==================== ddr_pim_request_engine
**ddr_pim_request_engine: M3 wires**

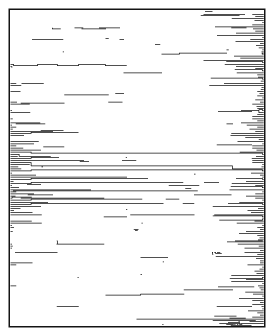

===== src/rtl/ddr_pim_pkg.sv =====
// Shared types and constants for the PIM request engine and its response buffer.
package ddr_pim_pkg;

  typedef enum logic [1:0] {
    IDLE,
    WR_FILL,
    ADDR,
    RD_DRAIN
  } pimState_e;

  localparam logic [3:0] SIZE_WORD = 4'd0;
  localparam logic [3:0] SIZE_CL4  = 4'd1;

  localparam int unsigned DATA_W = 64;
  localparam int unsigned BE_W   = 8;
  localparam int unsigned ADDR_W = 32;

  localparam logic [BE_W-1:0] BE_FULL = '1;

  function automatic logic [3:0] sizeCode(input int unsigned beats);
    return (beats == 4) ? SIZE_CL4 : SIZE_WORD;
  endfunction

endpackage


===== src/rtl/ddr_pim_resp_fifo.sv =====
// Small synchronous FIFO holding read beats; head is visible combinationally.
module ddr_pim_resp_fifo
  import ddr_pim_pkg::*;
#(
  parameter int unsigned DEPTH = 4,
  parameter int unsigned WIDTH = DATA_W
) (
  input  logic                         clk,
  input  logic                         rst_n,
  input  logic                         wrEn,
  input  logic [WIDTH-1:0]             wrData,
  input  logic                         rdEn,
  output logic [WIDTH-1:0]             rdData,
  output logic                         empty,
  output logic [$clog2(DEPTH+1)-1:0]   count
);

  localparam int unsigned PTR_W = (DEPTH > 1) ? $clog2(DEPTH) : 1;
  localparam int unsigned CNT_W = $clog2(DEPTH + 1);
  localparam logic [PTR_W-1:0] LAST_PTR = PTR_W'(DEPTH - 1);
  localparam logic [CNT_W-1:0] FULL_CNT = CNT_W'(DEPTH);

  logic [WIDTH-1:0] mem [DEPTH];
  logic [PTR_W-1:0] wrPtr;
  logic [PTR_W-1:0] rdPtr;
  logic             doWrite;
  logic             doRead;

  assign empty   = (count == '0);
  assign doWrite = wrEn && (count != FULL_CNT);
  assign doRead  = rdEn && !empty;
  assign rdData  = empty ? '0 : mem[rdPtr];

  always_ff @(posedge clk) begin
    if (doWrite) mem[wrPtr] <= wrData;
  end

  always_ff @(posedge clk or negedge rst_n) begin
    if (!rst_n) begin
      wrPtr <= '0;
      rdPtr <= '0;
      count <= '0;
    end else begin
      if (doWrite) wrPtr <= (wrPtr == LAST_PTR) ? '0 : wrPtr + 1'b1;
      if (doRead)  rdPtr <= (rdPtr == LAST_PTR) ? '0 : rdPtr + 1'b1;
      // Concurrent enqueue and dequeue leave occupancy unchanged.
      unique case ({doWrite, doRead})
        2'b10:   count <= count + 1'b1;
        2'b01:   count <= count - 1'b1;
        default: count <= count;
      endcase
    end
  end

endmodule


===== src/rtl/ddr_pim_request_engine.sv =====
// Bridges a valid/ready request/response interface onto the MPMC PIM port, one transaction
// at a time, with credit-limited read popping into a local response buffer.
module ddr_pim_request_engine
  import ddr_pim_pkg::*;
#(
  parameter int unsigned BEATS      = 4,
  parameter int unsigned RESP_DEPTH = 4
) (
  input  logic              clk,
  input  logic              rst_n,
  input  logic              req_valid,
  output logic              req_ready,
  input  logic              req_rnw,
  input  logic [31:0]       req_addr,
  input  logic              wdata_valid,
  output logic              wdata_ready,
  input  logic [63:0]       wdata,
  input  logic [7:0]        wbe,
  output logic              rdata_valid,
  input  logic              rdata_ready,
  output logic [63:0]       rdata,
  output logic [31:0]       pim_addr,
  output logic              pim_addr_req,
  input  logic              pim_addr_ack,
  output logic              pim_rnw,
  output logic [3:0]        pim_size,
  output logic              pim_rd_mod_wr,
  output logic [63:0]       pim_wr_data,
  output logic [7:0]        pim_wr_be,
  output logic              pim_wr_push,
  input  logic              pim_wr_empty,
  input  logic              pim_wr_almost_full,
  output logic              pim_wr_flush,
  input  logic [63:0]       pim_rd_data,
  output logic              pim_rd_pop,
  input  logic              pim_rd_empty,
  output logic              pim_rd_flush,
  input  logic [1:0]        pim_rd_latency,
  input  logic              pim_init_done,
  output logic              busy
);

  localparam int unsigned CNT_W = $clog2(BEATS + 1);
  localparam int unsigned OCC_W = $clog2(RESP_DEPTH + 1);
  localparam logic [CNT_W-1:0] LAST_BEAT = CNT_W'(BEATS - 1);
  localparam logic [CNT_W-1:0] NUM_BEATS = CNT_W'(BEATS);
  localparam logic [OCC_W:0]   DEPTH_C   = (OCC_W + 1)'(RESP_DEPTH);

  pimState_e        state;
  logic [31:0]      addrQ;
  logic             rnwQ;
  logic             partialQ;
  logic [3:0]       sizeQ;
  logic [CNT_W-1:0] beatCnt;
  logic [CNT_W-1:0] popsIssued;
  logic [CNT_W-1:0] deqCnt;
  logic [1:0]       latQ;
  logic [1:0]       pipeQ;

  logic             reqAccept;
  logic             wrAccept;
  logic             capture;
  logic             deq;
  logic             fifoEmpty;
  logic [OCC_W-1:0] fifoCount;
  logic [OCC_W:0]   used;
  logic [OCC_W:0]   credits;

  assign req_ready   = (state == IDLE) && pim_init_done;
  assign reqAccept   = req_valid && req_ready;
  assign wdata_ready = (state == WR_FILL) && !pim_wr_almost_full;
  assign wrAccept    = wdata_valid && wdata_ready;

  assign pim_wr_push  = wrAccept;
  assign pim_wr_data  = wdata;
  assign pim_wr_be    = wbe;
  assign pim_wr_flush = 1'b0;
  assign pim_rd_flush = 1'b0;

  assign pim_addr_req  = (state == ADDR);
  assign pim_addr      = addrQ;
  assign pim_rnw       = rnwQ;
  assign pim_size      = sizeQ;
  assign pim_rd_mod_wr = !rnwQ && partialQ;
  assign busy          = (state != IDLE);

  // Credits cover both buffered beats and pops still travelling through the latency pipe.
  assign used    = {1'b0, fifoCount} + (OCC_W + 1)'(pipeQ[0]) + (OCC_W + 1)'(pipeQ[1]);
  assign credits = DEPTH_C - used;

  assign pim_rd_pop = (state == RD_DRAIN) && !pim_rd_empty && (credits != '0) &&
                      (popsIssued < NUM_BEATS);

  always_comb begin
    capture = 1'b0;
    unique case (latQ)
      2'd0:    capture = pim_rd_pop;
      2'd1:    capture = pipeQ[0];
      default: capture = pipeQ[1];
    endcase
  end

  assign rdata_valid = !fifoEmpty;
  assign deq         = rdata_valid && rdata_ready;

  ddr_pim_resp_fifo #(
    .DEPTH (RESP_DEPTH),
    .WIDTH (DATA_W)
  ) u_respFifo (
    .clk    (clk),
    .rst_n  (rst_n),
    .wrEn   (capture),
    .wrData (pim_rd_data),
    .rdEn   (deq),
    .rdData (rdata),
    .empty  (fifoEmpty),
    .count  (fifoCount)
  );

  always_ff @(posedge clk or negedge rst_n) begin
    if (!rst_n) begin
      state      <= IDLE;
      addrQ      <= '0;
      rnwQ       <= 1'b0;
      partialQ   <= 1'b0;
      sizeQ      <= SIZE_WORD;
      beatCnt    <= '0;
      popsIssued <= '0;
      deqCnt     <= '0;
      latQ       <= '0;
      pipeQ      <= '0;
    end else begin
      // Entry 0 matures next cycle (latency 1); entry 1 two cycles out (latency 2+).
      pipeQ <= {pipeQ[0] && latQ[1], pim_rd_pop && (latQ != 2'd0)};
      unique case (state)
        IDLE: begin
          if (reqAccept) begin
            addrQ    <= req_addr;
            rnwQ     <= req_rnw;
            partialQ <= 1'b0;
            sizeQ    <= sizeCode(BEATS);
            beatCnt  <= '0;
            state    <= req_rnw ? ADDR : WR_FILL;
          end
        end
        WR_FILL: begin
          if (wrAccept) begin
            if (wbe != BE_FULL) partialQ <= 1'b1;
            if (beatCnt == LAST_BEAT) state <= ADDR;
            else beatCnt <= beatCnt + 1'b1;
          end
        end
        ADDR: begin
          if (pim_addr_ack) begin
            latQ       <= pim_rd_latency;
            popsIssued <= '0;
            deqCnt     <= '0;
            state      <= rnwQ ? RD_DRAIN : IDLE;
          end
        end
        RD_DRAIN: begin
          if (pim_rd_pop) popsIssued <= popsIssued + 1'b1;
          if (deq) begin
            if (deqCnt == LAST_BEAT) state <= IDLE;
            else deqCnt <= deqCnt + 1'b1;
          end
        end
        default: state <= IDLE;
      endcase
    end
  end

endmodule


===== config.mk =====
export PLATFORM = sky130hd
export DESIGN_NAME = ddr_pim_request_engine
export DESIGN_NICKNAME = d
export VERILOG_FILES = /design/src/rtl/ddr_pim_pkg.sv /design/src/rtl/ddr_pim_resp_fifo.sv /design/src/rtl/ddr_pim_request_engine.sv
export SDC_FILE = /design/constraint.sdc
export NUM_CORES = 1
export LEC_CHECK = 0
export CAP_MARGIN = 20
export CORE_ASPECT_RATIO = 1.25
export CORE_MARGIN = 2
export CORE_UTILIZATION = 40
export CTS_CLUSTER_DIAMETER = 200
export DETAILED_ROUTE_END_ITERATION = 10
export PLACE_DENSITY = 0.69
export SYNTH_ARGS = -nofsm -noshare
export SYNTH_HDL_FRONTEND = slang
export SYNTH_HIERARCHICAL = 1
export SYNTH_SLANG_ARGS = --single-unit

===== constraint.sdc =====
create_clock -name clk -period 5.9 [get_ports clk]
set_clock_uncertainty 0.2 [all_clocks]
set_input_delay 0.885 -clock clk [delete_from_list [all_inputs] [get_ports clk]]
set_output_delay 0.885 -clock clk [all_outputs]
set_load 0.02 [all_outputs]

==================== cache_axi_rd_bridge
### src/rtl/cache_axi_rd_bridge_pkg.sv
// Shared definitions for the cache refill to AXI4 read bridge:
// rd_type encodings, AXI burst/response constants and the FSM state type.
// Optional build macro used by the bridge: CACHE_AXI_RD_BRIDGE_RESP_CHK_EN.
package cache_axi_rd_bridge_pkg;

    // Cache read request sizes
    localparam logic [2:0] RD_BYTE  = 3'b000;
    localparam logic [2:0] RD_HALF  = 3'b001;
    localparam logic [2:0] RD_WORD  = 3'b010;
    localparam logic [2:0] RD_DWORD = 3'b011;
    localparam logic [2:0] RD_LINE  = 3'b100;

    // AXI constants
    localparam logic [1:0] AXI_BURST_INCR = 2'b01;
    localparam logic [1:0] AXI_RESP_OKAY  = 2'b00;
    localparam logic [2:0] AXI_SIZE_8B    = 3'd3;

    // Bridge FSM states
    typedef enum logic [1:0] {
        ST_IDLE = 2'd0,
        ST_AR   = 2'd1,
        ST_R    = 2'd2
    } state_t;

endpackage

### src/rtl/cache_axi_rd_bridge_ar_gen.sv
// Combinational mapping of a cache read request (rd_type/rd_addr) onto the
// AXI AR fields araddr/arlen/arsize. Line requests are aligned to the line
// and fetched as a 2-beat burst of 8-byte beats; all other sizes are a
// single beat at the request address. Reserved types fetch a dword.
module cache_axi_rd_bridge_ar_gen
    import cache_axi_rd_bridge_pkg::*;
#(
    parameter int ADDR_W     = 32,
    parameter int LINE_BYTES = 16
) (
    input  logic [2:0]        rd_type,
    input  logic [ADDR_W-1:0] rd_addr,
    output logic [ADDR_W-1:0] araddr,
    output logic [7:0]        arlen,
    output logic [2:0]        arsize
);

    localparam logic [ADDR_W-1:0] LINE_MASK = ~(ADDR_W'(LINE_BYTES - 1));

    // Size decode: line -> aligned 2-beat burst, reserved -> dword
    always_comb begin
        araddr = rd_addr;
        arlen  = 8'd0;
        arsize = AXI_SIZE_8B;
        case (rd_type)
            RD_BYTE, RD_HALF, RD_WORD, RD_DWORD: begin
                arsize = {1'b0, rd_type[1:0]};
            end
            RD_LINE: begin
                araddr = rd_addr & LINE_MASK;
                arlen  = 8'd1;
                arsize = AXI_SIZE_8B;
            end
            default: begin
                arsize = AXI_SIZE_8B;
            end
        endcase
    end

endmodule

### src/rtl/cache_axi_rd_bridge.sv
// Cache refill responder: turns each accepted cache read request into one
// AXI4 INCR read burst and forwards the R beats back, one per cycle, with
// ret_last derived from the beat counter (rlast is not trusted).
// Handshakes: a request is taken when rd_req=1 while rd_rdy=1; AR completes
// on arvalid&arready; an R beat is taken on rvalid&rready; ret_valid is a
// single-cycle pulse with no backpressure.
// Optional macro CACHE_AXI_RD_BRIDGE_RESP_CHK_EN adds ret_err, flagging
// beats with a non-OKAY rresp or an rlast that disagrees with the counter.
module cache_axi_rd_bridge
    import cache_axi_rd_bridge_pkg::*;
#(
    parameter int         ADDR_W     = 32,
    parameter int         DATA_W     = 64,
    parameter int         LINE_BYTES = 16,
    parameter logic [3:0] AXI_ID     = 4'd0
) (
    input  logic              clock,
    input  logic              reset,
    input  logic              rd_req,
    input  logic [2:0]        rd_type,
    input  logic [ADDR_W-1:0] rd_addr,
    output logic              rd_rdy,
    output logic              ret_valid,
    output logic              ret_last,
    output logic [DATA_W-1:0] ret_data,
`ifdef CACHE_AXI_RD_BRIDGE_RESP_CHK_EN
    output logic              ret_err,
`endif
    output logic              arvalid,
    input  logic              arready,
    output logic [ADDR_W-1:0] araddr,
    output logic [7:0]        arlen,
    output logic [2:0]        arsize,
    output logic [1:0]        arburst,
    output logic [3:0]        arid,
    input  logic              rvalid,
    output logic              rready,
    input  logic [DATA_W-1:0] rdata,
    input  logic              rlast,
    input  logic [1:0]        rresp
);

    state_t            state;
    logic [7:0]        beat_cnt;
    logic              beat_last;
    logic [ADDR_W-1:0] gen_araddr;
    logic [7:0]        gen_arlen;
    logic [2:0]        gen_arsize;

    assign arburst   = AXI_BURST_INCR;
    assign arid      = AXI_ID;
    assign beat_last = (beat_cnt == arlen);

`ifndef CACHE_AXI_RD_BRIDGE_RESP_CHK_EN
    // Response status is not inspected in this build
    logic unused_resp;
    assign unused_resp = ^{rresp, rlast};
`endif

    cache_axi_rd_bridge_ar_gen #(
        .ADDR_W     (ADDR_W),
        .LINE_BYTES (LINE_BYTES)
    ) u_ar_gen (
        .rd_type (rd_type),
        .rd_addr (rd_addr),
        .araddr  (gen_araddr),
        .arlen   (gen_arlen),
        .arsize  (gen_arsize)
    );

    // Request/AR/R sequencing with all outputs registered
    always_ff @(posedge clock) begin
        if (reset) begin
            state     <= ST_IDLE;
            rd_rdy    <= 1'b1;
            ret_valid <= 1'b0;
            ret_last  <= 1'b0;
            ret_data  <= '0;
            arvalid   <= 1'b0;
            araddr    <= '0;
            arlen     <= '0;
            arsize    <= '0;
            rready    <= 1'b0;
            beat_cnt  <= '0;
`ifdef CACHE_AXI_RD_BRIDGE_RESP_CHK_EN
            ret_err   <= 1'b0;
`endif
        end else begin
            // Return strobes are pulses; only a captured beat raises them
            ret_valid <= 1'b0;
            ret_last  <= 1'b0;
`ifdef CACHE_AXI_RD_BRIDGE_RESP_CHK_EN
            ret_err   <= 1'b0;
`endif
            case (state)
                ST_IDLE: begin
                    if (rd_req) begin
                        araddr  <= gen_araddr;
                        arlen   <= gen_arlen;
                        arsize  <= gen_arsize;
                        rd_rdy  <= 1'b0;
                        arvalid <= 1'b1;
                        state   <= ST_AR;
                    end
                end
                ST_AR: begin
                    if (arvalid && arready) begin
                        arvalid  <= 1'b0;
                        rready   <= 1'b1;
                        beat_cnt <= 8'd0;
                        state    <= ST_R;
                    end
                end
                ST_R: begin
                    if (rvalid && rready) begin
                        ret_valid <= 1'b1;
                        ret_data  <= rdata;
                        ret_last  <= beat_last;
                        beat_cnt  <= beat_cnt + 8'd1;
`ifdef CACHE_AXI_RD_BRIDGE_RESP_CHK_EN
                        ret_err   <= (rresp != AXI_RESP_OKAY) || (rlast != beat_last);
`endif
                        if (beat_last) begin
                            rready <= 1'b0;
                            rd_rdy <= 1'b1;
                            state  <= ST_IDLE;
                        end
                    end
                end
                default: begin
                    state <= ST_IDLE;
                end
            endcase
        end
    end

endmodule
### config.mk
export PLATFORM = sky130hd
export DESIGN_NAME = cache_axi_rd_bridge
export DESIGN_NICKNAME = d
export VERILOG_FILES = /design/src/rtl/cache_axi_rd_bridge_pkg.sv /design/src/rtl/cache_axi_rd_bridge_ar_gen.sv /design/src/rtl/cache_axi_rd_bridge.sv
export SDC_FILE = /design/constraint.sdc
export NUM_CORES = 1
export LEC_CHECK = 0
export ABC_AREA = 0
export CAP_MARGIN = 20
export CORE_MARGIN = 3
export CORE_UTILIZATION = 30
export DETAILED_ROUTE_END_ITERATION = 12
export SLEW_MARGIN = 20
export SYNTH_ARGS = -nofsm -noshare
export SYNTH_HDL_FRONTEND = slang
export SYNTH_SLANG_ARGS = --single-unit
### constraint.sdc
create_clock -name clock -period 1.7 [get_ports clock]
set_input_delay 0.34 -clock clock [delete_from_list [all_inputs] [get_ports clock]]
set_output_delay 0.34 -clock clock [all_outputs]
set_load 0.05 [all_outputs]
==================== switch_debounce_capture
[src/rtl/switch_pkg.sv]
// Shared types and constants for the switch debounce/capture slice.
package switch_pkg;

    localparam int unsigned SW_WIDTH                = 16;
    localparam int unsigned DEFAULT_DEBOUNCE_CYCLES = 100000;

    typedef enum logic [1:0] {
        IDLE,
        SETTLE,
        PRESENT
    } sw_state_t;

endpackage

[src/rtl/sync_chain.sv]
// Plain multi-flop synchroniser for asynchronous board inputs.
// Asynchronous active-high reset clears every stage.
module sync_chain #(
    parameter int unsigned WIDTH       = 16,
    parameter int unsigned SYNC_STAGES = 2
) (
    input  logic             clk,
    input  logic             rst,
    input  logic [WIDTH-1:0] din,
    output logic [WIDTH-1:0] dout
);

    logic [WIDTH-1:0] stage_q [SYNC_STAGES];
    logic [WIDTH-1:0] stage_d [SYNC_STAGES];

    always_comb begin
        stage_d[0] = din;
        for (int unsigned i = 1; i < SYNC_STAGES; i++) begin
            stage_d[i] = stage_q[i-1];
        end
    end

    always_ff @(posedge clk or posedge rst) begin
        if (rst) begin
            for (int unsigned i = 0; i < SYNC_STAGES; i++) begin
                stage_q[i] <= '0;
            end
        end else begin
            for (int unsigned i = 0; i < SYNC_STAGES; i++) begin
                stage_q[i] <= stage_d[i];
            end
        end
    end

    assign dout = stage_q[SYNC_STAGES-1];

endmodule

[src/rtl/switch_debounce_capture.sv]
// Synchronises and debounces the switch word, presenting each new stable value once
// over valid/ready. Define SWITCH_CHANGE_COUNT_EN to add the CHANGE_COUNT output.
module switch_debounce_capture
    import switch_pkg::*;
#(
    parameter int unsigned WIDTH           = SW_WIDTH,
    parameter int unsigned SYNC_STAGES     = 2,
    parameter int unsigned DEBOUNCE_CYCLES = DEFAULT_DEBOUNCE_CYCLES
) (
    input  logic             CLK,
    input  logic             RESET,
    input  logic [WIDTH-1:0] SWITCHES_RAW,
    output logic [WIDTH-1:0] SWITCHES_STABLE,
    output logic             DATA_VALID,
    input  logic             DATA_READY,
`ifdef SWITCH_CHANGE_COUNT_EN
    output logic [15:0]      CHANGE_COUNT,
`endif
    output logic             BUSY
);

    localparam int unsigned CNT_W = $clog2(DEBOUNCE_CYCLES + 1);
    localparam logic [CNT_W-1:0] CNT_LAST = CNT_W'(DEBOUNCE_CYCLES - 1);

    sw_state_t        state_q, state_d;
    logic [WIDTH-1:0] sync_w;
    logic [WIDTH-1:0] cand_q, cand_d;
    logic [CNT_W-1:0] cnt_q, cnt_d;
    logic [WIDTH-1:0] stable_q, stable_d;
    logic             valid_q, valid_d;

    sync_chain #(
        .WIDTH       (WIDTH),
        .SYNC_STAGES (SYNC_STAGES)
    ) u_sync (
        .clk  (CLK),
        .rst  (RESET),
        .din  (SWITCHES_RAW),
        .dout (sync_w)
    );

    always_comb begin
        state_d  = state_q;
        cand_d   = cand_q;
        cnt_d    = cnt_q;
        stable_d = stable_q;
        valid_d  = valid_q;
        case (state_q)
            IDLE: begin
                if (sync_w != stable_q) begin
                    cand_d  = sync_w;
                    cnt_d   = '0;
                    state_d = SETTLE;
                end
            end
            SETTLE: begin
                if (sync_w != cand_q) begin
                    cand_d = sync_w;
                    cnt_d  = '0;
                end else if (cnt_q == CNT_LAST) begin
                    // A bounce that settled back on the presented word is dropped silently.
                    if (cand_q != stable_q) begin
                        stable_d = cand_q;
                        valid_d  = 1'b1;
                        state_d  = PRESENT;
                    end else begin
                        state_d = IDLE;
                    end
                end else begin
                    cnt_d = cnt_q + CNT_W'(1);
                end
            end
            PRESENT: begin
                if (valid_q && DATA_READY) begin
                    valid_d = 1'b0;
                    state_d = IDLE;
                end
            end
            default: state_d = IDLE;
        endcase
    end

    always_ff @(posedge CLK or posedge RESET) begin
        if (RESET) begin
            state_q  <= IDLE;
            cand_q   <= '0;
            cnt_q    <= '0;
            stable_q <= '0;
            valid_q  <= 1'b0;
        end else begin
            state_q  <= state_d;
            cand_q   <= cand_d;
            cnt_q    <= cnt_d;
            stable_q <= stable_d;
            valid_q  <= valid_d;
        end
    end

    assign SWITCHES_STABLE = stable_q;
    assign DATA_VALID      = valid_q;
    assign BUSY            = (state_q != IDLE);

`ifdef SWITCH_CHANGE_COUNT_EN
    logic [15:0] count_q, count_d;

    always_comb begin
        count_d = count_q;
        if (valid_q && DATA_READY && (count_q != '1)) begin
            count_d = count_q + 16'd1;
        end
    end

    always_ff @(posedge CLK or posedge RESET) begin
        if (RESET) begin
            count_q <= '0;
        end else begin
            count_q <= count_d;
        end
    end

    assign CHANGE_COUNT = count_q;
`endif

endmodule

[config.mk]
export PLATFORM = sky130hd
export DESIGN_NAME = switch_debounce_capture
export DESIGN_NICKNAME = d
export VERILOG_FILES = /design/src/rtl/switch_pkg.sv /design/src/rtl/sync_chain.sv /design/src/rtl/switch_debounce_capture.sv
export SDC_FILE = /design/constraint.sdc
export NUM_CORES = 1
export LEC_CHECK = 0
export CAP_MARGIN = 20
export CORE_ASPECT_RATIO = 1.4
export CORE_MARGIN = 1
export CORE_UTILIZATION = 42
export CTS_CLUSTER_SIZE = 16
export DETAILED_ROUTE_END_ITERATION = 10
export SYNTH_ARGS = -nofsm -noshare
export SYNTH_HDL_FRONTEND = slang
export SYNTH_SLANG_ARGS = --single-unit
[constraint.sdc]
create_clock -name CLK -period 5.3 [get_ports CLK]
set_clock_uncertainty 0.05 [all_clocks]
set_input_delay 0.53 -clock CLK [delete_from_list [all_inputs] [get_ports CLK]]
set_output_delay 0.53 -clock CLK [all_outputs]
set_load 0.02 [all_outputs]
==================== crossbar_scheduler
===== src/rtl/crossbar_scheduler.sv =====
// Per-byte scheduler for the 3x3 switch fabric: pops ingress FIFOs, decodes the
// destination in bits [7:6], arbitrates each output round-robin and drives registered mux selects.
module crossbar_scheduler #(
    parameter int DROP_W = 8
) (
    input  logic              clk,
    input  logic              reset_n,
    input  logic              empty1,
    input  logic              empty2,
    input  logic              empty3,
    input  logic [7:0]        data1,
    input  logic [7:0]        data2,
    input  logic [7:0]        data3,
    input  logic              out_ready1,
    input  logic              out_ready2,
    input  logic              out_ready3,
    output logic              rdreq1,
    output logic              rdreq2,
    output logic              rdreq3,
    output logic [1:0]        sel1,
    output logic [1:0]        sel2,
    output logic [1:0]        sel3,
    output logic [DROP_W-1:0] drop_count
);

    typedef enum logic [1:0] {IDLE, HOLD, XFER} state_t;

    state_t            state_q [3];
    state_t            state_d [3];
    logic [1:0]        dest    [3];
    logic [2:0]        empty_v;
    logic [2:0]        ready_v;
    logic [2:0]        req     [3];
    logic [1:0]        win     [3];
    logic [1:0]        sel_q   [3];
    logic [1:0]        ptr_q   [3];
    logic [2:0]        grant;
    logic [2:0]        rdreq_c;
    logic [2:0]        drop;
    logic [1:0]        n_drop;
    logic [DROP_W-1:0] drop_q;

    // The payload bits only pass through the external mux.
    logic payload_unused;
    assign payload_unused = ^{data1[5:0], data2[5:0], data3[5:0]};

    assign dest[0] = data1[7:6];
    assign dest[1] = data2[7:6];
    assign dest[2] = data3[7:6];
    assign empty_v = {empty3, empty2, empty1};
    assign ready_v = {out_ready3, out_ready2, out_ready1};

    // Search ptr+1, ptr+2, ptr (values 1..3); returns 0 when nobody requests.
    function automatic logic [1:0] rr_pick(input logic [1:0] ptr, input logic [2:0] rq);
        logic [1:0] c;
        rr_pick = 2'd0;
        c = ptr;
        for (int n = 0; n < 3; n++) begin
            c = (c == 2'd3) ? 2'd1 : c + 2'd1;
            if (rr_pick == 2'd0 && rq[c - 2'd1])
                rr_pick = c;
        end
    endfunction

    function automatic logic [DROP_W-1:0] sat_add(input logic [DROP_W-1:0] cnt,
                                                  input logic [1:0] inc);
        logic [DROP_W:0] s;
        s = {1'b0, cnt} + {{(DROP_W-1){1'b0}}, inc};
        sat_add = s[DROP_W] ? {DROP_W{1'b1}} : s[DROP_W-1:0];
    endfunction

    always_comb begin
        for (int k = 0; k < 3; k++) begin
            req[k] = 3'b000;
            for (int i = 0; i < 3; i++)
                req[k][i] = (state_q[i] == HOLD) && (dest[i] == 2'(k + 1));
            win[k] = ready_v[k] ? rr_pick(ptr_q[k], req[k]) : 2'd0;
        end
        for (int i = 0; i < 3; i++) begin
            grant[i] = 1'b0;
            for (int k = 0; k < 3; k++)
                if (win[k] == 2'(i + 1))
                    grant[i] = 1'b1;
        end
    end

    always_comb begin
        for (int i = 0; i < 3; i++) begin
            state_d[i] = state_q[i];
            rdreq_c[i] = 1'b0;
            drop[i]    = 1'b0;
            case (state_q[i])
                IDLE: begin
                    rdreq_c[i] = !empty_v[i];
                    if (rdreq_c[i])
                        state_d[i] = HOLD;
                end
                HOLD: begin
                    if (dest[i] == 2'b00) begin
                        drop[i]    = 1'b1;
                        rdreq_c[i] = !empty_v[i];
                        state_d[i] = rdreq_c[i] ? HOLD : IDLE;
                    end else if (grant[i]) begin
                        state_d[i] = XFER;
                    end
                end
                XFER: begin
                    // The pop lands on the closing edge, so the forwarded byte stays on the mux.
                    rdreq_c[i] = !empty_v[i];
                    state_d[i] = rdreq_c[i] ? HOLD : IDLE;
                end
                default: state_d[i] = IDLE;
            endcase
        end
        n_drop = 2'(drop[0]) + 2'(drop[1]) + 2'(drop[2]);
    end

    always_ff @(posedge clk or negedge reset_n) begin
        if (!reset_n) begin
            for (int i = 0; i < 3; i++) begin
                state_q[i] <= IDLE;
                sel_q[i]   <= 2'd0;
                ptr_q[i]   <= 2'd3;
            end
            drop_q <= '0;
        end else begin
            for (int i = 0; i < 3; i++) begin
                state_q[i] <= state_d[i];
                sel_q[i]   <= win[i];
                if (win[i] != 2'd0)
                    ptr_q[i] <= win[i];
            end
            drop_q <= sat_add(drop_q, n_drop);
        end
    end

    assign rdreq1     = reset_n & rdreq_c[0];
    assign rdreq2     = reset_n & rdreq_c[1];
    assign rdreq3     = reset_n & rdreq_c[2];
    assign sel1       = sel_q[0];
    assign sel2       = sel_q[1];
    assign sel3       = sel_q[2];
    assign drop_count = drop_q;

endmodule


===== config.mk =====
export PLATFORM = sky130hd
export DESIGN_NAME = crossbar_scheduler
export DESIGN_NICKNAME = d
export VERILOG_FILES = /design/src/rtl/crossbar_scheduler.sv
export SDC_FILE = /design/constraint.sdc
export NUM_CORES = 1
export LEC_CHECK = 0
export CAP_MARGIN = 30
export CORE_MARGIN = 2
export CORE_UTILIZATION = 60
export DETAILED_ROUTE_END_ITERATION = 16
export DONT_BUFFER_PORTS = 1
export PLACE_DENSITY = 0.8
export SYNTH_ARGS = -nofsm -noshare
export SYNTH_HDL_FRONTEND = slang
export SYNTH_SLANG_ARGS = --single-unit

===== constraint.sdc =====
create_clock -name clk -period 3.02 [get_ports clk]
set_input_delay 0.453 -clock clk [delete_from_list [all_inputs] [get_ports clk]]
set_output_delay 0.453 -clock clk [all_outputs]
set_load 0.03 [all_outputs]

**crossbar_scheduler: routing congestion**

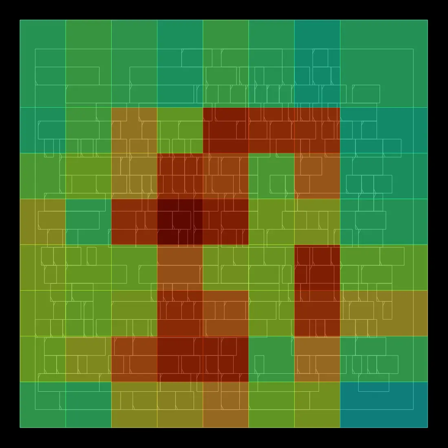
Most Crowded Layer GR: met2
GR Util met3: 0.0399
post-layout util: 0.689

==> flow_summary.json, crossbar_scheduler <==
{
  "cap_violations": 0,
  "internal-power_w": 0.00118,
  "netlist_instances": 208,
  "netlist_top_cells_count": "dfrtp_1, inv_1, ha_1",
  "worst_slack_ns": 0.367,
  "drt-initial-drc-count": 145,
  "met2_usage": 0.486,
  "antenna_found_initial": 0,
  "area_delta_synth_final_pct": 7.82,
  "syn-num-nets": 256,
  "setup_viol": 0,
  "power.share.clock": 0.106,
  "clock_skew_ns": 0.0120,
  "fin_setup_tns_ns": 0,
  "slew_headroom": 0.710,
  "grt_use_total": 0.271,
  "xor_area_frac": 0.0132,
  "post-cts-setup-buffers": 0,
  "openroad.warnings": 53,
  "ys.flop_type": "dfrtp_1",
  "core_sq_um": 3100,
  "wirelength_mm": 4.48,
  "min_path_type": "in -> reg",
  "ant_nets": 0,
  "hold_viol_final": 0,
  "outcome": "complete, no violations"
}
**cache_axi_rd_bridge: the metal 4 layer**

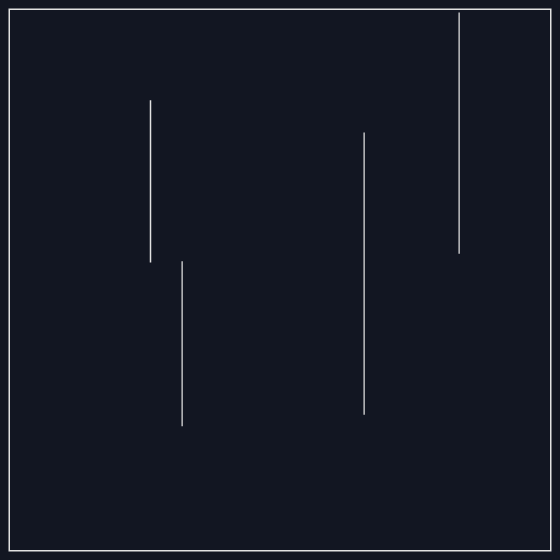
The layer carries 197 um of wire. 2 nets have wire on it. The longest straight run is 65.3 um. The wires run mostly vertical. The layer holds 1.6% of the routed length.

==> flow_summary.json, cache_axi_rd_bridge <==
{
  "power.total_w": 0.00716,
  "outcome": "complete, no violations",
  "powerComb_w": 0.000870,
  "clk_share": 0.0858,
  "swShare": 0.239,
  "drive_gt1_frac": 0.212,
  "hpwl_mm": 8.89,
  "path_buffers": 1,
  "worstReg2RegEnd": "ret_data[40]$_SDFFE_PP0N_",
  "grt_first_pass_wirelength_mm": 19.8,
  "clock_buffers": 22,
  "die_h_um": 126,
  "wirelength_mm": 12.3,
  "most_common_cell": "nand2_1",
  "pwr-share-seq": 0.388,
  "rows": 43
}
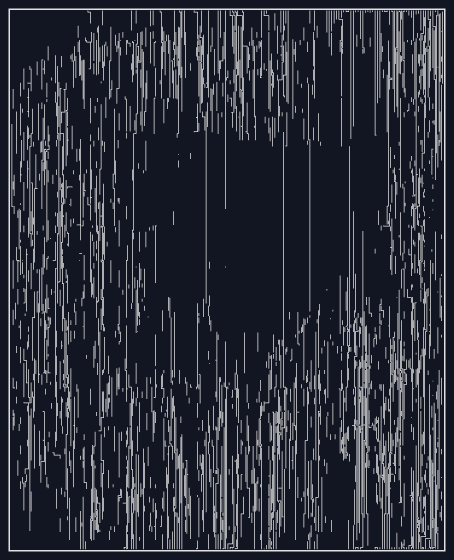
**Above:** ddr_pim_request_engine (M2 wires).
The layer carries 14500 um of wire. The layer holds 47% of the routed length. The wires run mostly vertical. The longest straight run is 101 um. 1012 nets have wire on it.

**ddr_pim_request_engine: the metal 1 layer**

Scale bar: 50 um.
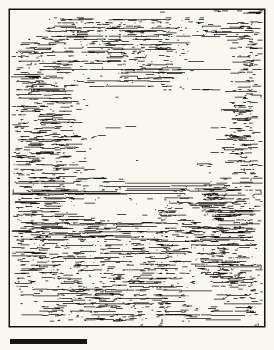
The wires run mostly horizontal. The layer carries 10600 um of wire.

Notes on 'M3 wires' of ddr_pim_request_engine above:
The wires run mostly horizontal. 233 nets have wire on it.

==> flow_summary.json, ddr_pim_request_engine <==
{
  "outcome": "complete, no violations",
  "comb_power_share": 0.392,
  "antenna_found_initial": 7,
  "syn_area_sq_um": 13000,
  "fmax_mhz": 222,
  "gp_congestion": 0.716,
  "core_sq_um": 32000,
  "placed_cells": 1323,
  "cp_max_fo": 4,
  "area_leaders": "edfxtp_1, mux4_2, dfrtp_1",
  "path_cells": "ha_1 > ha_1 > inv_1 > ha_1 > fa_1 > or4b_1 > nand2_2 > inv_1 > clkdlybuf4s50_1",
  "crit_top_cell": "ha_1",
  "clk_share": 0.0610,
  "top_area_cell": "edfxtp_1",
  "switchingPower_w": 0.00274,
  "required_ns": 4.82,
  "clock_buffers": 48,
  "wl_per_cell_um": 22.1,
  "most_common_cell": "edfxtp_1",
  "stdcell_count": 1383,
  "cp_slowest_stage_delay_ns": 0.56,
  "powerComb_w": 0.00327
}
**switch_debounce_capture: wires at chosen ports, followed through buffers**

Scale bar: 20 um.
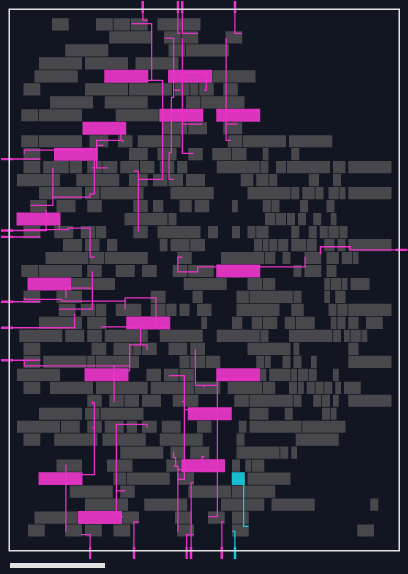
DATA_READY: in cyan, direction input, edge bottom, end cells 2, wire 17.5 um. SWITCHES_STABLE: in magenta, direction output, edge 6 left, 5 bottom, 4 top, 1 right, end cells 16, wire 720 um.
Top-Level Pins: 37
PortBufs: 36

==> flow_summary.json, switch_debounce_capture <==
{
  "outcome": "complete, no violations",
  "cts_hold_buf": 0,
  "whs_endpoint": "u_sync.dout[5]$_DFF_PP0_",
  "r2r_slack_ns": 2.37,
  "aoi_share": 0.0624,
  "top_cell_area_share": 0.567,
  "dieArea_sq_um": 9210,
  "ys.flop_type": "dfrtp_1",
  "startpoint": "cand_q[12]$_DFFE_PP0P_",
  "met2_usage": 0.317,
  "lay_top_count": "dfrtp_1",
  "adder_share": 0.00337,
  "cts-resized-gates": 0,
  "edf_count": 0,
  "busiest_layer": "met2",
  "path_buffers": 1,
  "fin_crit_sh": 0.554,
  "cp_max_fo": 17,
  "worstReg2RegStart": "cand_q[12]$_DFFE_PP0P_",
  "area_delta_synth_final_pct": 21.5,
  "switchingPower_w": 0.000307,
  "yosys_warnings": 0,
  "rsz0062_at_grt": "false"
}

==================== vec_cmd_sched
$ cat src/rtl/vec_cmd_sched.sv
// Shares one VecUnit datapath between N_REQ requesters: arbitrate, read, execute, write back.
// Define VEC_CMD_SCHED_RR_EN for round-robin arbitration; otherwise lowest index wins.
module vec_cmd_sched #(
    parameter int N_REQ    = 2,
    parameter int REG_AW   = 4,
    parameter int EXEC_LAT = 1,
    localparam int ID_W    = (N_REQ > 1) ? $clog2(N_REQ) : 1
) (
    input  logic                    clock,
    input  logic                    reset,
    input  logic [N_REQ-1:0]        req_valid,
    output logic [N_REQ-1:0]        req_ready,
    input  logic [2*N_REQ-1:0]      req_op,
    input  logic [REG_AW*N_REQ-1:0] req_src1,
    input  logic [REG_AW*N_REQ-1:0] req_src2,
    input  logic [REG_AW*N_REQ-1:0] req_dst,
    output logic [1:0]              vu_op,
    output logic [REG_AW-1:0]       rf_rd_addr1,
    output logic [REG_AW-1:0]       rf_rd_addr2,
    output logic                    rf_wr_en,
    output logic [REG_AW-1:0]       rf_wr_addr,
    output logic                    done_valid,
    output logic [ID_W-1:0]         done_id,
    output logic                    busy
);
    localparam int CNT_W = (EXEC_LAT > 1) ? $clog2(EXEC_LAT) : 1;

    typedef enum logic [1:0] {IDLE, READ, EXEC, WRITE} state_t;

    typedef struct packed {
        logic [1:0]        op;
        logic [REG_AW-1:0] src1;
        logic [REG_AW-1:0] src2;
        logic [REG_AW-1:0] dst;
    } cmd_t;

    logic [N_REQ-1:0][1:0]        op_arr;
    logic [N_REQ-1:0][REG_AW-1:0] src1_arr, src2_arr, dst_arr;

    assign op_arr   = req_op;
    assign src1_arr = req_src1;
    assign src2_arr = req_src2;
    assign dst_arr  = req_dst;

    state_t          state, state_nx;
    cmd_t            cmd;
    logic [ID_W-1:0] owner;
    logic [CNT_W-1:0] cnt;
    logic [ID_W-1:0] win;
    logic            any_valid, accept;

    assign any_valid = |req_valid;
    assign accept    = (state == IDLE) && any_valid;

`ifdef VEC_CMD_SCHED_RR_EN
    logic [ID_W-1:0] rr_ptr;
    int              k;

    // Scan downward so the requester closest to rr_ptr overwrites the others.
    always_comb begin
        win = '0;
        k   = 0;
        for (int i = N_REQ - 1; i >= 0; i--) begin
            k = (int'(rr_ptr) + i) % N_REQ;
            if (req_valid[ID_W'(k)]) win = ID_W'(k);
        end
    end

    always_ff @(posedge clock) begin
        if (reset)
            rr_ptr <= '0;
        else if (accept)
            rr_ptr <= (int'(win) == N_REQ - 1) ? '0 : win + 1'b1;
    end
`else
    always_comb begin
        win = '0;
        for (int i = N_REQ - 1; i >= 0; i--)
            if (req_valid[i]) win = ID_W'(i);
    end
`endif

    always_ff @(posedge clock) begin
        if (reset) state <= IDLE;
        else       state <= state_nx;
    end

    always_comb begin
        state_nx   = state;
        req_ready  = '0;
        rf_wr_en   = 1'b0;
        done_valid = 1'b0;
        case (state)
            IDLE: if (any_valid) begin
                req_ready[win] = 1'b1;
                state_nx       = READ;
            end
            READ:  state_nx = EXEC;
            EXEC:  if (cnt == '0) state_nx = WRITE;
            WRITE: begin
                rf_wr_en   = 1'b1;
                done_valid = 1'b1;
                state_nx   = IDLE;
            end
            default: state_nx = IDLE;
        endcase
    end

    // Latched command stays on the datapath ports until the next accept.
    always_ff @(posedge clock) begin
        if (reset) begin
            cmd   <= '0;
            owner <= '0;
            cnt   <= '0;
        end else begin
            if (accept) begin
                cmd.op   <= op_arr[win];
                cmd.src1 <= src1_arr[win];
                cmd.src2 <= src2_arr[win];
                cmd.dst  <= dst_arr[win];
                owner    <= win;
            end
            if (state == READ)
                cnt <= CNT_W'(EXEC_LAT - 1);
            else if (state == EXEC && cnt != '0)
                cnt <= cnt - 1'b1;
        end
    end

    assign vu_op       = cmd.op;
    assign rf_rd_addr1 = cmd.src1;
    assign rf_rd_addr2 = cmd.src2;
    assign rf_wr_addr  = cmd.dst;
    assign done_id     = owner;
    assign busy        = (state != IDLE);

endmodule

$ cat config.mk
export PLATFORM = sky130hd
export DESIGN_NAME = vec_cmd_sched
export DESIGN_NICKNAME = d
export VERILOG_FILES = /design/src/rtl/vec_cmd_sched.sv
export SDC_FILE = /design/constraint.sdc
export NUM_CORES = 1
export LEC_CHECK = 0
export CORE_MARGIN = 1.5
export CORE_UTILIZATION = 33
export CTS_CLUSTER_DIAMETER = 120
export DETAILED_ROUTE_END_ITERATION = 8
export PLACE_DENSITY = 0.74
export SLEW_MARGIN = 20
export SYNTH_ARGS = -nofsm -noshare
export SYNTH_HDL_FRONTEND = slang
export SYNTH_SLANG_ARGS = --single-unit
$ cat constraint.sdc
create_clock -name clock -period 1.35 [get_ports clock]
set_input_delay 0.27 -clock clock [delete_from_list [all_inputs] [get_ports clock]]
set_output_delay 0.27 -clock clock [all_outputs]
set_load 0.03 [all_outputs]
==================== insn_queue
==> config.mk <==
export PLATFORM = sky130hd
export DESIGN_NAME = insn_queue
export DESIGN_NICKNAME = d
export VERILOG_FILES = /design/src/rtl/core_pkg.sv /design/src/rtl/insn_queue.sv
export SDC_FILE = /design/constraint.sdc
export NUM_CORES = 1
export LEC_CHECK = 0
export CAP_MARGIN = 40
export CELL_PAD_IN_SITES_DETAIL_PLACEMENT = 2
export CELL_PAD_IN_SITES_GLOBAL_PLACEMENT = 2
export CORE_UTILIZATION = 42
export CTS_CLUSTER_SIZE = 20
export DETAILED_ROUTE_END_ITERATION = 6
export GPL_TIMING_DRIVEN = 0
export PLACE_DENSITY_LB_ADDON = 0.15
export REMOVE_ABC_BUFFERS = 1
export SLEW_MARGIN = 30
export SYNTH_ARGS = -nofsm -noshare
export SYNTH_HDL_FRONTEND = slang
export SYNTH_SLANG_ARGS = --single-unit
==> constraint.sdc <==
create_clock -name clk -period 3.62 [get_ports clk]
set_input_delay 0.362 -clock clk [delete_from_list [all_inputs] [get_ports clk]]
set_output_delay 0.362 -clock clk [all_outputs]
set_load 0.01 [all_outputs]
==> src/rtl/core_pkg.sv <==
// Shared fetch/decode definitions: the packet layout handed between the two stages
// and the instruction decode substitutes when no packet is available.
package core_pkg;

    localparam int PC_W   = 32;
    localparam int INSN_W = 32;

    typedef struct packed {
        logic [PC_W-1:0]   pc;
        logic [INSN_W-1:0] insn;
    } fetch_pkt_t;

    localparam logic [INSN_W-1:0] INSN_NOP = 32'h0000_0013;

endpackage

==> src/rtl/insn_queue.sv <==
// Fetch-to-decode instruction queue: DEPTH-entry circular buffer of {pc, insn}
// with valid/ready on both sides and a single-cycle flush for redirects.
module insn_queue
    import core_pkg::*;
#(
    parameter int AWIDTH = 32,
    parameter int DWIDTH = 32,
    parameter int DEPTH  = 4
) (
    input  logic                       clk,
    input  logic                       rst,
    input  logic                       in_valid_i,
    output logic                       in_ready_o,
    input  logic [AWIDTH-1:0]          in_pc_i,
    input  logic [DWIDTH-1:0]          in_insn_i,
    output logic                       out_valid_o,
    input  logic                       out_ready_i,
    output logic [AWIDTH-1:0]          out_pc_o,
    output logic [DWIDTH-1:0]          out_insn_o,
    input  logic                       flush_i,
    output logic [$clog2(DEPTH):0]     count_o
);

    localparam int PW = $clog2(DEPTH);
    localparam int CW = PW + 1;
    localparam logic [CW-1:0] FULL_CNT = CW'(DEPTH);

    logic [AWIDTH-1:0] pc_mem   [DEPTH];
    logic [DWIDTH-1:0] insn_mem [DEPTH];

    logic [PW-1:0] rd_ptr_q, rd_ptr_d;
    logic [PW-1:0] wr_ptr_q, wr_ptr_d;
    logic [CW-1:0] count_q, count_d;
    logic          push, pop;

    // Handshake flags depend on registered occupancy only, so neither ready
    // nor valid has a combinational path from the opposite side.
    assign in_ready_o  = (count_q != FULL_CNT);
    assign out_valid_o = (count_q != '0);
    assign count_o     = count_q;

    assign push = in_valid_i  && in_ready_o  && !flush_i;
    assign pop  = out_valid_o && out_ready_i && !flush_i;

    assign out_pc_o   = out_valid_o ? pc_mem[rd_ptr_q]   : '0;
    assign out_insn_o = out_valid_o ? insn_mem[rd_ptr_q] : '0;

    always_comb begin
        rd_ptr_d = rd_ptr_q;
        wr_ptr_d = wr_ptr_q;
        count_d  = count_q;
        if (flush_i) begin
            rd_ptr_d = '0;
            wr_ptr_d = '0;
            count_d  = '0;
        end else begin
            if (push) wr_ptr_d = wr_ptr_q + 1'b1;
            if (pop)  rd_ptr_d = rd_ptr_q + 1'b1;
            case ({push, pop})
                2'b10:   count_d = count_q + 1'b1;
                2'b01:   count_d = count_q - 1'b1;
                default: count_d = count_q;
            endcase
        end
    end

    always_ff @(posedge clk) begin
        if (!rst) begin
            rd_ptr_q <= '0;
            wr_ptr_q <= '0;
            count_q  <= '0;
        end else begin
            rd_ptr_q <= rd_ptr_d;
            wr_ptr_q <= wr_ptr_d;
            count_q  <= count_d;
        end
    end

    // Storage is deliberately not reset; occupancy alone decides what is visible.
    always_ff @(posedge clk) begin
        if (rst && push) begin
            pc_mem[wr_ptr_q]   <= in_pc_i;
            insn_mem[wr_ptr_q] <= in_insn_i;
        end
    end

    a_count_max : assert property (@(posedge clk) disable iff (!rst)
        count_q <= FULL_CNT);

    a_count_ptrs : assert property (@(posedge clk) disable iff (!rst)
        (count_q == FULL_CNT) ? (wr_ptr_q == rd_ptr_q)
                              : (count_q[PW-1:0] == PW'(wr_ptr_q - rd_ptr_q)));

endmodule

==> gallery <==
M3 wires.
image #1
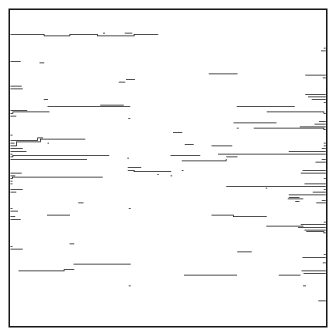
image #2
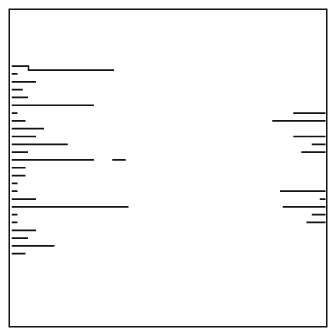
- image #2 = vec_cmd_sched
- image #1 = insn_queue

Key to image #1:
The layer carries 1180 um of wire. The longest straight run is 53.6 um. 85 nets have wire on it. The layer holds 5.0% of the routed length.

**insn_queue: routing congestion**

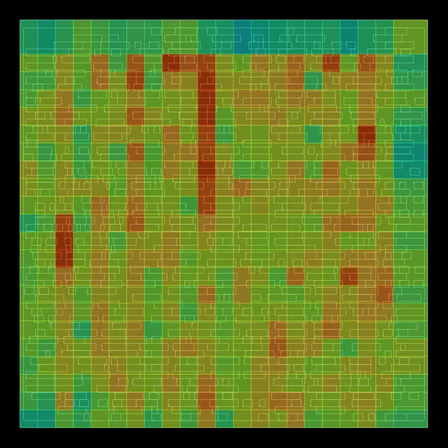
WL per Instance: 25.0 um
GR Util met2: 0.346

==> flow_summary.json, insn_queue <==
{
  "gr-total-overflow": 0,
  "worstReg2RegEnd": "count_o[2]$_SDFFE_PP0P_",
  "signal_buffers": 145,
  "fmax_mhz": 309,
  "clock_skew_ns": 0.00891,
  "drc": 0,
  "placed_cells": 901,
  "path_clk_slew_ns": 0.06,
  "post-route-min-period_ns": 3.24,
  "pwr-share-seq": 0.530,
  "crit_type": "reg -> out",
  "outcome": "complete, no violations",
  "hold_slack_ns": 0.464,
  "vias": 4936,
  "required_ns": 3.26
}
**vec_cmd_sched: the metal 1 layer**

Scale bar: 20 um.
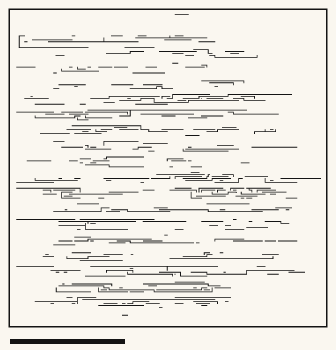
The layer holds 43% of the routed length. The layer carries 1210 um of wire.

==> flow_summary.json, vec_cmd_sched <==
{
  "outcome": "finished with violations",
  "violations": "setup timing",
  "fin_area_sq_um": 1810,
  "setup_viol": 19,
  "busiest_layer": "met2",
  "worst_slack_ns": -0.0993,
  "placed_cells": 175,
  "sh_seq_area": 0.201,
  "pg_seq_w": 0.000857,
  "use_met3": 0.0457,
  "required_ns": 1.08,
  "openroad.warnings": 32,
  "worstReg2RegStart": "state[0]$_SDFFE_PP0P_",
  "post-route-min-period_ns": 1.45,
  "min-delay-start": "cnt$_SDFFE_PP0P_",
  "drive_gt1_frac": 0.425,
  "worstReg2RegEnd": "rf_rd_addr1[0]$_SDFFE_PP0P_",
  "synth_flops": 18,
  "drv_slew": 0,
  "crit_family": "flip-flops",
  "grt_first_pass_wirelength_mm": 4.24,
  "antenna_found_initial": 0,
  "cts_max_level": 1,
  "top_cell_area_share": 0.404
}


## Gallery

M3 wires.
shot_01.png
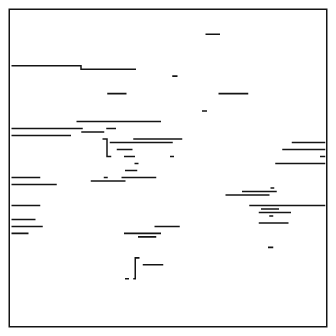
shot_02.png
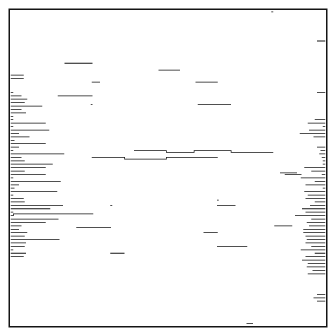
shot_03.png
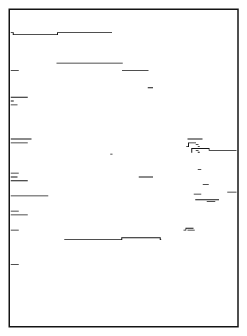
- shot_03.png = switch_debounce_capture
- shot_01.png = crossbar_scheduler
- shot_02.png = cache_axi_rd_bridge

Key to shot_01.png:
36 nets have wire on it. The layer holds 5.7% of the routed length. The layer carries 256 um of wire. The longest straight run is 16.1 um.

Power figures rest on the tool's default switching activity, not on a simulated workload.
